# ---- design 1 ----
Design 1, routing congestion:
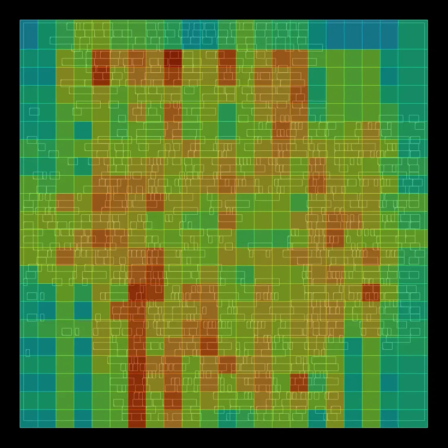
Design 1, metal 4:
Scale: 2 px per um. Supply wires on this layer in grey.
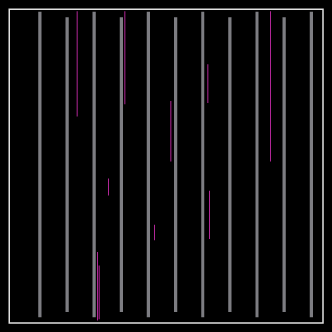
$ cat src/rtl/cpu_pkg.sv
// ============================================================================
//  Module   : cpu_pkg
//  Brief    : Shared MIPS constants, instruction field helpers, fetch states.
//  Revision : 1.0
// ============================================================================
`default_nettype none

package cpu_pkg;

   localparam int c_INSTR_W   = 32;
   localparam int c_OPCODE_HI = 31;
   localparam int c_OPCODE_LO = 26;
   localparam int c_FUNCT_HI  = 5;
   localparam int c_FUNCT_LO  = 0;

   // sll $0,$0,0
   localparam logic [c_INSTR_W-1:0] c_NOP_INSTR = 32'h0000_0000;

   localparam logic [5:0] c_OPC_J   = 6'h02;
   localparam logic [5:0] c_OPC_JAL = 6'h03;
   localparam logic [5:0] c_OPC_BEQ = 6'h04;

   typedef enum logic [1:0] {
      REQ   = 2'd0,
      WAIT  = 2'd1,
      DRAIN = 2'd2
   } fetchState_t;

   function automatic logic [5:0] opcodeOf(input logic [c_INSTR_W-1:0] instr);
      return instr[c_OPCODE_HI:c_OPCODE_LO];
   endfunction

   function automatic logic [5:0] functOf(input logic [c_INSTR_W-1:0] instr);
      return instr[c_FUNCT_HI:c_FUNCT_LO];
   endfunction

endpackage

`default_nettype wire

$ cat src/rtl/if_id_reg.sv
// ============================================================================
//  Module   : if_id_reg
//  Brief    : IF/ID holding register with load, consume and flush controls.
//  Revision : 1.0
// ============================================================================
`default_nettype none

module if_id_reg
   import cpu_pkg::*;
#(
   parameter logic [c_INSTR_W-1:0] NOP_INSTR = c_NOP_INSTR
) (
   input  logic                 clk,
   input  logic                 reset,
   input  logic                 i_load,
   input  logic [c_INSTR_W-1:0] i_instr,
   input  logic [31:0]          i_pc,
   input  logic                 i_consume,
   input  logic                 i_flush,
   output logic                 o_valid,
   output logic [c_INSTR_W-1:0] o_instr,
   output logic [31:0]          o_pc,
   output logic [31:0]          o_pcPlus4
);

   // Flush outranks load so a redirect always discards a same-cycle response.
   always_ff @(posedge clk or posedge reset) begin
      if (reset) begin
         o_valid   <= 1'b0;
         o_instr   <= NOP_INSTR;
         o_pc      <= 32'h0000_0000;
         o_pcPlus4 <= 32'h0000_0004;
      end else if (i_flush) begin
         o_valid <= 1'b0;
         o_instr <= NOP_INSTR;
      end else if (i_load) begin
         o_valid   <= 1'b1;
         o_instr   <= i_instr;
         o_pc      <= i_pc;
         o_pcPlus4 <= i_pc + 32'd4;
      end else if (i_consume) begin
         o_valid <= 1'b0;
      end
   end

endmodule

`default_nettype wire

$ cat src/rtl/if_fetch_stage.sv
// ============================================================================
//  Module   : if_fetch_stage
//  Brief    : MIPS instruction fetch: PC, single-outstanding imem request, IF/ID slot.
//  Revision : 1.0
// ============================================================================
`default_nettype none

module if_fetch_stage
   import cpu_pkg::*;
#(
   parameter logic [31:0]          RESET_PC  = 32'h0000_0000,
   parameter logic [c_INSTR_W-1:0] NOP_INSTR = c_NOP_INSTR
) (
   input  logic                 clk,
   input  logic                 reset,
   output logic                 imem_req,
   output logic [31:0]          imem_addr,
   input  logic                 imem_ready,
   input  logic                 imem_rvalid,
   input  logic [c_INSTR_W-1:0] imem_rdata,
   input  logic                 redirect_valid,
   input  logic [31:0]          redirect_pc,
   output logic                 id_valid,
   input  logic                 id_ready,
   output logic [c_INSTR_W-1:0] id_instr,
   output logic [31:0]          id_pc,
   output logic [31:0]          id_pc_plus4,
   output logic [5:0]           id_opcode,
   output logic [5:0]           id_funct
);

   fetchState_t r_state, w_nextState;
   logic [31:0] r_pc, w_pcNext;
   logic [31:0] r_reqPc, w_reqPcNext;
   logic        w_slotFree, w_accept, w_consume, w_load;

   assign w_slotFree = !id_valid || id_ready;
   assign imem_req   = (r_state == REQ) && w_slotFree && !redirect_valid && !reset;
   assign imem_addr  = r_pc;
   assign w_accept   = imem_req && imem_ready;
   assign w_consume  = id_valid && id_ready;

   always_comb begin
      w_nextState = r_state;
      w_pcNext    = r_pc;
      w_reqPcNext = r_reqPc;
      w_load      = 1'b0;
      if (redirect_valid) begin
         w_pcNext = redirect_pc & ~32'h0000_0003;
         // An in-flight response must still be absorbed before fetching the target.
         case (r_state)
            WAIT, DRAIN: w_nextState = imem_rvalid ? REQ : DRAIN;
            default:     w_nextState = REQ;
         endcase
      end else begin
         case (r_state)
            REQ: begin
               if (w_accept) begin
                  w_reqPcNext = r_pc;
                  w_pcNext    = r_pc + 32'd4;
                  w_nextState = WAIT;
               end
            end
            WAIT: begin
               if (imem_rvalid) begin
                  w_load      = 1'b1;
                  w_nextState = REQ;
               end
            end
            DRAIN: begin
               if (imem_rvalid) w_nextState = REQ;
            end
            default: w_nextState = REQ;
         endcase
      end
   end

   always_ff @(posedge clk or posedge reset) begin
      if (reset) begin
         r_state <= REQ;
         r_pc    <= RESET_PC;
         r_reqPc <= RESET_PC;
      end else begin
         r_state <= w_nextState;
         r_pc    <= w_pcNext;
         r_reqPc <= w_reqPcNext;
      end
   end

   if_id_reg #(
      .NOP_INSTR (NOP_INSTR)
   ) u_ifIdReg (
      .clk       (clk),
      .reset     (reset),
      .i_load    (w_load),
      .i_instr   (imem_rdata),
      .i_pc      (r_reqPc),
      .i_consume (w_consume),
      .i_flush   (redirect_valid),
      .o_valid   (id_valid),
      .o_instr   (id_instr),
      .o_pc      (id_pc),
      .o_pcPlus4 (id_pc_plus4)
   );

   assign id_opcode = opcodeOf(id_instr);
   assign id_funct  = functOf(id_instr);

endmodule

`default_nettype wire
$ cat config.mk
export PLATFORM = sky130hd
export DESIGN_NAME = if_fetch_stage
export DESIGN_NICKNAME = d
export VERILOG_FILES = /design/src/rtl/cpu_pkg.sv /design/src/rtl/if_id_reg.sv /design/src/rtl/if_fetch_stage.sv
export SDC_FILE = /design/constraint.sdc
export NUM_CORES = 1
export LEC_CHECK = 0
export CORE_UTILIZATION = 30
export CTS_BUF_LIST = sky130_fd_sc_hd__clkbuf_16
export DETAILED_ROUTE_END_ITERATION = 16
export MAX_ROUTING_LAYER = met4
export PLACE_DENSITY = 0.62
export SLEW_MARGIN = 20
export SYNTH_ARGS = -nofsm -noshare
export SYNTH_HDL_FRONTEND = slang
export SYNTH_SLANG_ARGS = --single-unit
$ cat constraint.sdc
create_clock -name clk -period 9.45 [get_ports clk]
set_input_delay 1.4175 -clock clk [delete_from_list [all_inputs] [get_ports clk]]
set_output_delay 1.4175 -clock clk [all_outputs]
set_load 0.02 [all_outputs]
==> summary.txt <==
Seq pwr share -> 41.5%
Max-cap violations -> 0
Worst slew pin tran -> 0.9637 ns
Data arrival, critical path -> 2.97 ns
Ys flop type -> dfrtp_1
CP peak stage delay -> 0.63 ns
TNS Setup -> 0 ns
Yosys warns -> 0
Combinational Area -> 0.002942 mm^2
P_leak -> 4.385 nW
Psw -> 0.7945 mW
Buffers & Inverters on Critical Path -> 3
Port buffer count -> 203
Synth area leader -> dfrtp_1
Worst Hold End -> u_ifIdReg.o_pcPlus4[10]
Yosys cell count -> 749
Status -> complete, no violations
Total stage count of the critical path -> 4
Final hold viol count -> 0
Global route hottest layer -> met2
CP Class -> input port to primary output
Std-Cell Rows -> 56
Family with the most delay on the worst path -> buffers and inverters
Worst path most repeated cell -> clkdlybuf4s50_1
Mux area share -> 0.6144%
Vias in the first global route -> 5,589
Reg area -> 0.003880 mm^2
Yosys chip area -> 0.007128 mm^2
Notes on 'routing congestion' of design 1 above:
final core occ: 42.77%
met1 Usage GRT: 25.25%
grt met3 use: 3.389%

Notes on 'metal 4' of design 1 above:
- share of all routed wire: 1.6%
- main direction: vertical
- longest straight run: 74.8 um
- nets with wire on the layer: 7
- wire length on this layer: 322 um

layer usage:
layer | vias to the layer above | wire length [um]
met3 | 21 | 964
met2 | 184 | 9508
met1 | 2850 | 9989
met5 | - | 0
li1 | 2900 | -
met4 | 0 | 322
per-stage QoR:
step           setup WS [ns]  cells  area (um^2)  util, %
2_1_floorplan          3.856    754         7147        -
3_3_place_gp           5.055   1227         9348    39.94
3_5_place_dp           5.055   1227         9348    39.94
4_1_cts                5.037   1259        10010    42.76
5_1_grt                4.934   1259        10010    42.77
6_report               5.063   1259        10010    42.77
final cells by class:
class	instances	share of cell area, %
sequential	155	38.76
clock inverter	15	2.325
timing repair buffer	209	20.79
clock buffer	17	4.250
inverter	12	0.5000
multi-input combinational	532	29.39
tap	319	3.988
worst max-delay path by stage:
| stage | start | endpoint | slack, ns |
|---|---|---|---|
| finish | redirect_valid | imem_req | 5.06 |
| CTS | redirect_valid | imem_req | 5.04 |
| detailed placement | redirect_valid | imem_req | 5.05 |
| floorplan | reset | imem_addr[10] | 3.86 |
| global route | id_ready | imem_req | 4.93 |
| global placement | redirect_valid | imem_req | 5.06 |

# ---- design 2 ----
Design 2, clock distribution:
Scale: 4 px per um.
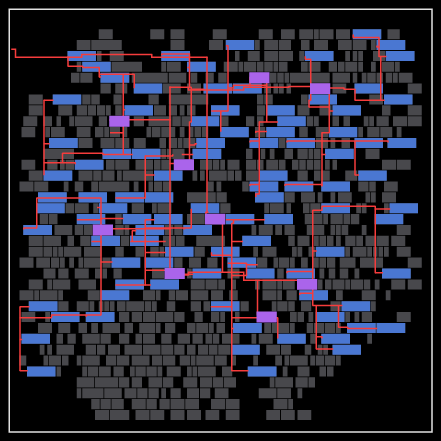
Design 2, routing congestion:
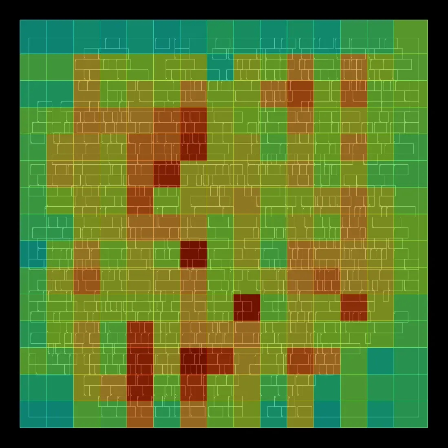
Design 2, metal 4:
Scale: 4 px per um. Supply wires on this layer in grey.
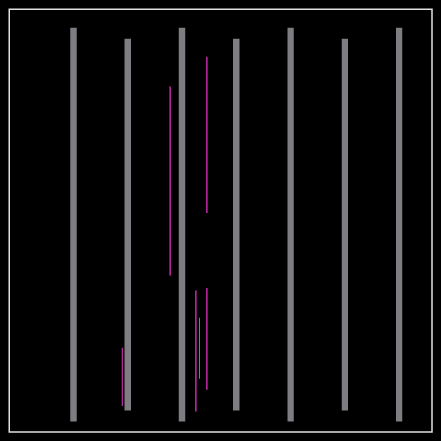
===== src/rtl/l1a_trigger_emulator_pkg.sv =====
// Shared types for the L1A trigger emulator: trigger modes, burst FSM states
// and the LFSR tap table.
// Imported by the LFSR sub-module and the emulator top.
package l1a_emu_pkg;

  typedef enum logic [1:0] {
    MODE_RANDOM   = 2'd0,
    MODE_PERIODIC = 2'd1,
    MODE_SINGLE   = 2'd2,
    MODE_BURST    = 2'd3
  } mode_e;

  typedef enum logic {
    IDLE   = 1'b0,
    ACTIVE = 1'b1
  } burst_state_e;

  // 1-based tap positions of a maximal-length Fibonacci LFSR
  typedef struct packed {
    logic [7:0] hi;
    logic [7:0] lo;
  } taps_t;

  function automatic taps_t lfsr_taps(input int width);
    taps_t t;
    case (width)
      23:      t = '{hi: 8'd23, lo: 8'd18};
      31:      t = '{hi: 8'd31, lo: 8'd28};
      default: t = '{hi: 8'd15, lo: 8'd14};
    endcase
    return t;
  endfunction

endpackage


===== src/rtl/l1a_trigger_emulator_if.sv =====
// Control/status bundle of the L1A trigger emulator.
// master: trigger configuration and software strobes in, L1A outputs and counters back.
// slave: the emulator side.
interface l1a_trigger_emulator_if #(
  parameter int RATE_WIDTH  = 8,
  parameter int COUNT_WIDTH = 16
);
  logic                   dis;
  logic [1:0]             mode;
  logic [RATE_WIDTH-1:0]  threshold;
  logic [11:0]            period;
  logic [7:0]             min_gap;
  logic                   sw_trig;
  logic [3:0]             burst_len;
  logic                   L1A_early;
  logic                   L1A;
  logic                   busy;
  logic [COUNT_WIDTH-1:0] l1a_count;
  logic [COUNT_WIDTH-1:0] suppressed_count;

  modport master (
    output dis, mode, threshold, period, min_gap, sw_trig, burst_len,
    input  L1A_early, L1A, busy, l1a_count, suppressed_count
  );

  modport slave (
    input  dis, mode, threshold, period, min_gap, sw_trig, burst_len,
    output L1A_early, L1A, busy, l1a_count, suppressed_count
  );
endinterface


===== src/rtl/l1a_trigger_emulator_lfsr.sv =====
// Free-running Fibonacci LFSR with zero lockout, advancing every clock.
// Ports: clk, reset (sync, active-low), state (current LFSR value).
// A zero SEED is replaced by 1 so the register can never start locked up.
module l1a_lfsr
  import l1a_emu_pkg::*;
#(
  parameter int               WIDTH = 15,
  parameter logic [WIDTH-1:0] SEED  = '1
) (
  input  logic             clk,
  input  logic             reset,
  output logic [WIDTH-1:0] state
);
  localparam taps_t            TAPS   = lfsr_taps(WIDTH);
  localparam int               TAP_HI = int'(TAPS.hi) - 1;
  localparam int               TAP_LO = int'(TAPS.lo) - 1;
  localparam logic [WIDTH-1:0] ONE    = {{(WIDTH-1){1'b0}}, 1'b1};
  localparam logic [WIDTH-1:0] INIT   = (SEED == '0) ? ONE : SEED;

  logic [WIDTH-1:0] nxt;

  assign nxt = {state[WIDTH-2:0], state[TAP_HI] ^ state[TAP_LO]};

  always_ff @(posedge clk) begin
    if (!reset)
      state <= INIT;
    else if (nxt == '0)
      state <= ONE;
    else
      state <= nxt;
  end
endmodule


===== src/rtl/l1a_trigger_emulator.sv =====
// Multi-mode L1A trigger source: random, periodic, single-shot and burst candidates,
// filtered by a minimum-gap rule, emitted as L1A_early and LOOKAHEAD cycles later as L1A.
// Ports: clk, reset (sync, active-low), bus (slave modport: config in, L1A/busy/counters out).
module l1a_trigger_emulator
  import l1a_emu_pkg::*;
#(
  parameter int                    LFSR_WIDTH  = 15,
  parameter logic [LFSR_WIDTH-1:0] SEED        = '1,
  parameter int                    RATE_WIDTH  = 8,
  parameter int                    LOOKAHEAD   = 4,
  parameter int                    COUNT_WIDTH = 16
) (
  input  logic                   clk,
  input  logic                   reset,
  l1a_trigger_emulator_if.slave  bus
);
  logic [LFSR_WIDTH-1:0]  lfsr;
  logic                   lfsr_unused;
  logic [1:0]             mode_q;
  logic                   mode_chg;
  mode_e                  cur_mode;
  logic [11:0]            per_cnt;
  logic [7:0]             gap_cnt;
  logic [7:0]             spacing;
  logic [7:0]             burst_gap;
  logic [3:0]             remaining;
  burst_state_e           bstate;
  logic                   busy_q;
  logic                   early_q;
  logic [LOOKAHEAD-1:0]   dly;
  logic [COUNT_WIDTH-1:0] l1a_cnt;
  logic [COUNT_WIDTH-1:0] sup_cnt;
  logic                   per_hit, burst_start, burst_fire;
  logic                   cand, accept, veto;

  l1a_lfsr #(.WIDTH(LFSR_WIDTH), .SEED(SEED)) u_lfsr (
    .clk   (clk),
    .reset (reset),
    .state (lfsr)
  );

  // Only the low RATE_WIDTH bits take part in the rate comparison.
  assign lfsr_unused = ^lfsr[LFSR_WIDTH-1:RATE_WIDTH];

  assign cur_mode = mode_e'(bus.mode);
  // mode_q follows mode even during reset, so leaving reset is never a mode change.
  assign mode_chg = (bus.mode != mode_q);

  always_comb begin
    per_hit     = (bus.period != 12'd0) && (per_cnt == bus.period - 12'd1);
    burst_start = (bstate == IDLE) && bus.sw_trig && (bus.burst_len != 4'd0);
    burst_fire  = (bstate == ACTIVE) && (spacing == 8'd0);
    cand        = 1'b0;
    case (cur_mode)
      MODE_RANDOM:   cand = (lfsr[RATE_WIDTH-1:0] < bus.threshold);
      MODE_PERIODIC: cand = per_hit && !mode_chg;
      MODE_SINGLE:   cand = bus.sw_trig;
      default:       cand = (burst_start || burst_fire) && !mode_chg;
    endcase
    accept = cand && !bus.dis && (gap_cnt == 8'd0);
    veto   = cand && !bus.dis && (gap_cnt != 8'd0);
  end

  always_ff @(posedge clk) begin
    mode_q <= bus.mode;
    if (!reset) begin
      per_cnt   <= '0;
      gap_cnt   <= '0;
      spacing   <= '0;
      burst_gap <= '0;
      remaining <= '0;
      bstate    <= IDLE;
      busy_q    <= 1'b0;
      early_q   <= 1'b0;
      dly       <= '0;
      l1a_cnt   <= '0;
      sup_cnt   <= '0;
    end else begin
      // Period counter: free-runs 0..period-1 in periodic mode, wraps early if
      // period shrinks below the current count.
      if (mode_chg || cur_mode != MODE_PERIODIC || bus.period == 12'd0 ||
          per_cnt >= bus.period - 12'd1)
        per_cnt <= '0;
      else
        per_cnt <= per_cnt + 12'd1;

      // Burst FSM keeps stepping under dis; its candidates are simply not accepted.
      if (mode_chg || cur_mode != MODE_BURST) begin
        bstate <= IDLE;
      end else begin
        case (bstate)
          IDLE: begin
            if (burst_start) begin
              remaining <= bus.burst_len - 4'd1;
              spacing   <= bus.min_gap;
              burst_gap <= bus.min_gap;
              if (bus.burst_len != 4'd1)
                bstate <= ACTIVE;
            end
          end
          ACTIVE: begin
            if (spacing != 8'd0) begin
              spacing <= spacing - 8'd1;
            end else begin
              spacing <= burst_gap;
              if (remaining <= 4'd1)
                bstate <= IDLE;
              else
                remaining <= remaining - 4'd1;
            end
          end
          default: bstate <= IDLE;
        endcase
      end

      // busy is aligned with L1A_early: high from the first to the last burst pulse.
      busy_q <= (cur_mode == MODE_BURST) && !mode_chg &&
                (burst_start || bstate == ACTIVE);

      if (accept)
        gap_cnt <= bus.min_gap;
      else if (gap_cnt != 8'd0)
        gap_cnt <= gap_cnt - 8'd1;

      early_q <= accept;
      dly[0]  <= early_q;
      for (int i = 1; i < LOOKAHEAD; i++)
        dly[i] <= dly[i-1];

      if (dly[LOOKAHEAD-1] && l1a_cnt != '1)
        l1a_cnt <= l1a_cnt + COUNT_WIDTH'(1);
      if (veto && sup_cnt != '1)
        sup_cnt <= sup_cnt + COUNT_WIDTH'(1);
    end
  end

  assign bus.L1A_early        = early_q;
  assign bus.L1A              = dly[LOOKAHEAD-1];
  assign bus.busy             = busy_q;
  assign bus.l1a_count        = l1a_cnt;
  assign bus.suppressed_count = sup_cnt;
endmodule

===== src/flat_wrapper.sv =====
// flat-port wrapper written by rule: the top's interface ports become plain ports
module l1a_trigger_emulator_flat import l1a_emu_pkg::*;
#(
  parameter int                    LFSR_WIDTH  = 15,
  parameter logic [LFSR_WIDTH-1:0] SEED        = '1,
  parameter int                    RATE_WIDTH  = 8,
  parameter int                    LOOKAHEAD   = 4,
  parameter int                    COUNT_WIDTH = 16
)
  (clk, reset, bus_dis, bus_mode, bus_threshold, bus_period, bus_min_gap, bus_sw_trig, bus_burst_len, bus_L1A_early, bus_L1A, bus_busy, bus_l1a_count, bus_suppressed_count);
  l1a_trigger_emulator_if #(.RATE_WIDTH(RATE_WIDTH), .COUNT_WIDTH(COUNT_WIDTH)) bus_i ();
  input  logic clk;
  input  logic reset;
  input wire logic [$bits(bus_i.dis)-1:0] bus_dis;
  input wire logic [$bits(bus_i.mode)-1:0] bus_mode;
  input wire logic [$bits(bus_i.threshold)-1:0] bus_threshold;
  input wire logic [$bits(bus_i.period)-1:0] bus_period;
  input wire logic [$bits(bus_i.min_gap)-1:0] bus_min_gap;
  input wire logic [$bits(bus_i.sw_trig)-1:0] bus_sw_trig;
  input wire logic [$bits(bus_i.burst_len)-1:0] bus_burst_len;
  output wire logic [$bits(bus_i.L1A_early)-1:0] bus_L1A_early;
  output wire logic [$bits(bus_i.L1A)-1:0] bus_L1A;
  output wire logic [$bits(bus_i.busy)-1:0] bus_busy;
  output wire logic [$bits(bus_i.l1a_count)-1:0] bus_l1a_count;
  output wire logic [$bits(bus_i.suppressed_count)-1:0] bus_suppressed_count;
  assign bus_i.dis = bus_dis;
  assign bus_i.mode = bus_mode;
  assign bus_i.threshold = bus_threshold;
  assign bus_i.period = bus_period;
  assign bus_i.min_gap = bus_min_gap;
  assign bus_i.sw_trig = bus_sw_trig;
  assign bus_i.burst_len = bus_burst_len;
  assign bus_L1A_early = bus_i.L1A_early;
  assign bus_L1A = bus_i.L1A;
  assign bus_busy = bus_i.busy;
  assign bus_l1a_count = bus_i.l1a_count;
  assign bus_suppressed_count = bus_i.suppressed_count;
  l1a_trigger_emulator #(.LFSR_WIDTH(LFSR_WIDTH), .SEED(SEED), .RATE_WIDTH(RATE_WIDTH), .LOOKAHEAD(LOOKAHEAD), .COUNT_WIDTH(COUNT_WIDTH)) u_core (.clk(clk), .reset(reset), .bus(bus_i));
endmodule

===== config.mk =====
export PLATFORM = sky130hd
export DESIGN_NAME = l1a_trigger_emulator_flat
export DESIGN_NICKNAME = d
export VERILOG_FILES = /design/src/rtl/l1a_trigger_emulator_pkg.sv /design/src/rtl/l1a_trigger_emulator_if.sv /design/src/rtl/l1a_trigger_emulator_lfsr.sv /design/src/rtl/l1a_trigger_emulator.sv /design/src/flat_wrapper.sv
export SDC_FILE = /design/constraint.sdc
export NUM_CORES = 1
export LEC_CHECK = 0
export CAP_MARGIN = 15
export CORE_MARGIN = 2
export CORE_UTILIZATION = 50
export CTS_CLUSTER_SIZE = 28
export DETAILED_ROUTE_END_ITERATION = 7
export PLACE_DENSITY = 0.76
export SLEW_MARGIN = 30
export SYNTH_ARGS = -nofsm -noshare
export SYNTH_HDL_FRONTEND = slang
export SYNTH_HIERARCHICAL = 1
export SYNTH_SLANG_ARGS = --single-unit

===== constraint.sdc =====
create_clock -name clk -period 4.1 [get_ports clk]
set_input_delay 1.025 -clock clk [delete_from_list [all_inputs] [get_ports clk]]
set_output_delay 1.025 -clock clk [all_outputs]
set_load 0.01 [all_outputs]

==> summary.txt <==
HP Class -> flop to flop
Max Freq -> 249.5 MHz
Clock share of power -> 28.1%
Htree depth -> 3
Critical Path End Type -> flop
Critical-path cell with the highest stage delay -> clkdlybuf4s50_1
Status -> complete, no violations
CP Max Fanout -> 5
P_leak -> 2.337 nW
Peak VDD IR -> 0.1988 mV
Met1 Wirelength -> 5456 um
Final setup vio count -> 0
Final Wtd Congestion -> 0.8651
Crit path DRT -> 4.36 ns
Crit start category -> input port
CTS Root Cell -> clkbuf_8
Ports -> 73
CP peak stage delay -> 0.46 ns
Global route hottest layer -> met2
Final period util -> 97.74%
Area Overhead vs Synth -> 26.52%
Port buffer count -> 72
Total stage count of the critical path -> 15
Cells along the critical path -> clkdlybuf4s50_1 > buf_4 > nor2_1 > nand2_1 > nor3_2 > xnor2_1 > ha_1 > nand4_1 > or3_4 > o21a_1 > nor3_2 > a22oi_2 > buf_12 > o31a_1 > o21a_1
Final hold viol count -> 0
Later-pin clock latency in the skew report -> 0.37 ns
Psw -> 0.5919 mW
Pre-Place Util -> 52.04%
Combinational fraction of design power -> 21.0%
CTS clk-pin slew, worst paths -> 0.09 ns
RSZ-0062 raised after global routing -> yes
Pre-CTS setup slack -> -0.6201 ns
Data arrival, critical path -> 4.27 ns
Clock sinks -> 96
## Picture notes: 'clock distribution' of design 2
- blue: flip-flops (count 96)
- red: clock wires (length 1,060 um)
- purple: clock-net drivers (count 9)
- routed clock nets: 10

## Picture notes: 'routing congestion' of design 2
met1 Usage GRT: 27.60%
grt met3 use: 4.947%

## Picture notes: 'metal 4' of design 2
- main direction: vertical
- longest straight run: 46.9 um
- wire length on this layer: 170 um
- nets with wire on the layer: 6
Vias: 4,530
WL final: 11,860 um

metrics by stage:
stage / area (um^2) / util [%] / power (mW) / instances / TNS, ns
finish: 6495 / 65.84 / 1.973 / 827 / 0
global route: 6495 / 65.84 / 2.084 / 827 / -0.2071
CTS: 6426 / 65.14 / 1.989 / 823 / 0
detailed placement: 6110 / 61.94 / 1.421 / 803 / -12.40
global placement: 6110 / 61.94 / 1.405 / 803 / -8.199
floorplan: 5134 / - / 1.289 / 599 / 0
area by class of cell:
| class | count | area, um^2 |
|---|---|---|
| Clock buffer | 10 | 127.6 |
| Multi-Input combinational cell | 448 | 3090 |
| Clock inverter | 6 | 45.04 |
| Tap cell | 133 | 166.4 |
| Fill cell | 805 | 3369 |
| Inverter | 25 | 93.84 |
| Sequential cell | 96 | 1922 |
| Timing Repair Buffer | 109 | 1050 |
power groups by stage:
| stage | registers [mW] | logic, mW | clock network (mW) |
|---|---|---|---|
| after CTS | 1.01 | 0.410 | 0.574 |
| final | 1.01 | 0.414 | 0.554 |
| after detailed placement | 1.03 | 0.394 | 0 |
| after floorplan | 1.02 | 0.269 | 0 |
| after global placement | 1.02 | 0.381 | 0 |
| after global routing | 1.01 | 0.461 | 0.611 |

# ---- design 3 ----
Design 3, M3 wires:
Scale: 6 px per um.
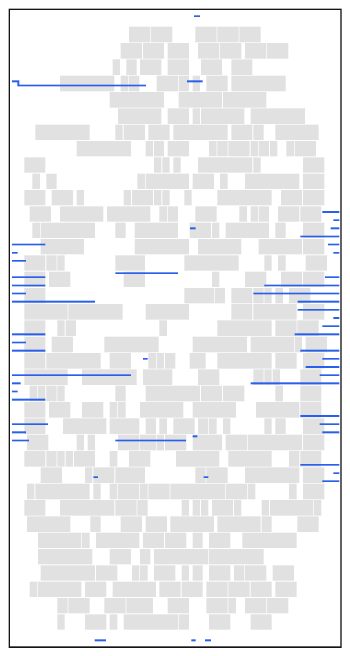
Design 3, routing congestion:
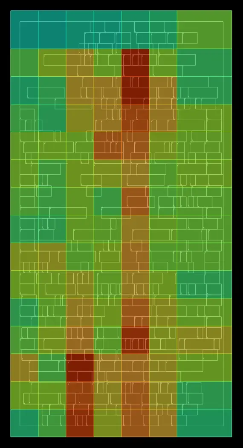
[src/rtl/pc_fetch_unit.sv]
// Program-counter stage of the fetch path: a word-aligned PC register with
// stall and redirect, plus a ripple-carry incrementer for the sequential address.

module pc_adder32 (
  input  logic [31:0] a,
  input  logic [31:0] b,
  input  logic        c_in,
  output logic [31:0] sum,
  output logic        c_out
);

  logic [32:0] carry;

  assign carry[0] = c_in;

  // One full adder per bit; the carry ripples from bit 0 to bit 31.
  generate
    for (genvar gi = 0; gi < 32; gi++) begin : g_fa
      assign sum[gi]       = a[gi] ^ b[gi] ^ carry[gi];
      assign carry[gi + 1] = (a[gi] & b[gi]) | (carry[gi] & (a[gi] ^ b[gi]));
    end
  endgenerate

  assign c_out = carry[32];

endmodule

module pc_fetch_unit #(
  parameter logic [31:0] RESET_ADDR = 32'h0000_0000,
  parameter logic [31:0] INCREMENT  = 32'd4
) (
  input  logic        clk,
  input  logic        rst_n,
  input  logic        pc_en,
  input  logic        redirect,
  input  logic [31:0] redirect_addr,
  output logic [31:0] addr,
  output logic [31:0] new_addr,
  output logic        c_out
);

  logic [31:0] addr_reg;
  logic [31:0] addr_next;
  logic [31:0] seq_addr;
  logic        seq_carry;

  pc_adder32 u_adder (
    .a     (addr_reg),
    .b     (INCREMENT),
    .c_in  (1'b0),
    .sum   (seq_addr),
    .c_out (seq_carry)
  );

  // A stall wins over a redirect; the dropped redirect is not remembered.
  always_comb begin
    addr_next = addr_reg;
    if (pc_en) begin
      if (redirect) begin
        addr_next = redirect_addr & 32'hFFFF_FFFC;
      end else begin
        addr_next = seq_addr;
      end
    end
  end

  always_ff @(posedge clk or negedge rst_n) begin
    if (!rst_n) begin
      addr_reg <= RESET_ADDR;
    end else begin
      addr_reg <= addr_next;
    end
  end

  assign addr     = addr_reg;
  assign new_addr = seq_addr;
  assign c_out    = seq_carry;

endmodule

[config.mk]
export PLATFORM = sky130hd
export DESIGN_NAME = pc_fetch_unit
export DESIGN_NICKNAME = d
export VERILOG_FILES = /design/src/rtl/pc_fetch_unit.sv
export SDC_FILE = /design/constraint.sdc
export NUM_CORES = 1
export LEC_CHECK = 0
export CAP_MARGIN = 20
export CORE_ASPECT_RATIO = 2
export CORE_MARGIN = 2
export CORE_UTILIZATION = 42
export DETAILED_ROUTE_END_ITERATION = 7
export PLACE_DENSITY = 0.86
export RECOVER_POWER = 50
export SETUP_SLACK_MARGIN = 0.1
export SYNTH_ARGS = -nofsm -noshare
export SYNTH_HDL_FRONTEND = slang
export SYNTH_HIERARCHICAL = 1
export SYNTH_SLANG_ARGS = --single-unit
[constraint.sdc]
create_clock -name clk -period 17.4 [get_ports clk]
set_input_delay 3.48 -clock clk [delete_from_list [all_inputs] [get_ports clk]]
set_output_delay 3.48 -clock clk [all_outputs]
set_load 0.05 [all_outputs]
==> summary.txt <==
Area Overhead vs Synth -> 52.14%
Max Freq -> 59.63 MHz
Family with the most delay on the worst path -> adder cells
Adders+Majority by Area -> 29.27%
Max-area cell share -> 36.59%
Cell area after layout -> 0.003329 mm^2
Worst path most repeated cell -> fa_1
CTS Root Cell -> clkbuf_8
Clock-cell share of area -> 2.781%
Status -> finished, violations left
Yosys warns -> 6
Synth area leader -> dfrtp_1
Post-synth cell types -> 14
AND-OR/OR-AND Cells, Area Fraction -> 7.318%
Seq area share -> 24.05%
Logic share of the area -> 40.62%
Max-cap violations -> 2
Final hold viol count -> 0
Post-DP HPWL -> 4133 um
Placed inst area -> 0.003237 mm^2
Top Layer Used -> met4
Yosys cell count -> 183
Failing checks -> capacitance limit, slew limit
Registers -> 32
Largest net degree at the start of global routing -> 65
Max-slew violations -> 98
Crit path DRT -> 13.92 ns
CP Max Fanout -> 3
## Picture notes: 'M3 wires' of design 3
- main direction: horizontal
- wire length on this layer: 253 um
- share of all routed wire: 4.7%
- longest straight run: 21.2 um
- nets with wire on the layer: 49
Vias: 1,722
grt met3 use: 4.213%
WL final: 5338 um

## Picture notes: 'routing congestion' of design 3
met1 Usage GRT: 20.87%
Tot GR Track Use: 20.55%
wire length per cell: 14.54 um
final core occ: 65.38%
global route hottest layer: met2

[cell usage in the layout, fill, tap and decap left out, types with 6 or more instances in the layout]
cell type	netlist	final
dfrtp_1	32	32
mux2i_1	30	30
dlygate4sd3_1	0	21
fa_1	32	32
clkdlybuf4s50_1	0	73
nor2_1	30	30
inv_1	12	12
a21oi_1	30	30
conb_1	2	33
clkbuf_8	0	6
[worst register-to-register path, delay by kind of cell (launching register included)]
| family | cells | cell delay (ns) |
|---|---|---|
| adders and majority gates | 30 | 11.87 |
| AOI/OAI and AO/OA | 1 | 0.18 |
| DFF | 1 | 0.42 |
| muxes | 1 | 0.07 |
| buffers and inverters | 4 | 0.31 |
[path summary, 6_finish.rpt]
path / start / end / slack [ns] / depth (start not counted)
max: addr[2] / new_addr[31] / 0.63 / 35
min: addr[16] / addr[16] / 0.56 / 2
max reg2reg: addr[2] / addr[31] / 4.46 / 36
min reg2reg: addr[16] / addr[16] / 0.56 / 2
max in group asynchronous: rst_n / addr[16] / 12.67 / 1
min in group asynchronous: rst_n / addr[29] / 3.68 / 1


==> layout pictures side by side <==
Wires at chosen ports, followed through buffers.
(a)
Scale: 2 px per um.
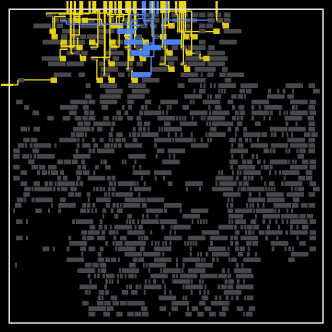
(b)
Scale: 3 px per um.
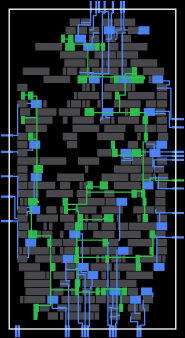
(c)
Scale: 3 px per um.
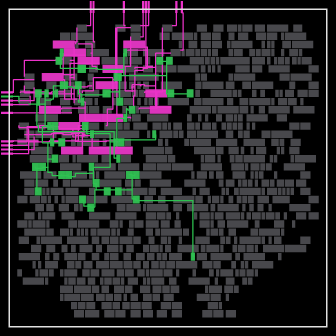
Of these, largest die: (a)
Of these, smallest die: (b)
- (a) = design 1
- (c) = design 2
- (b) = design 3

Power and IR drop assume default switching activity.
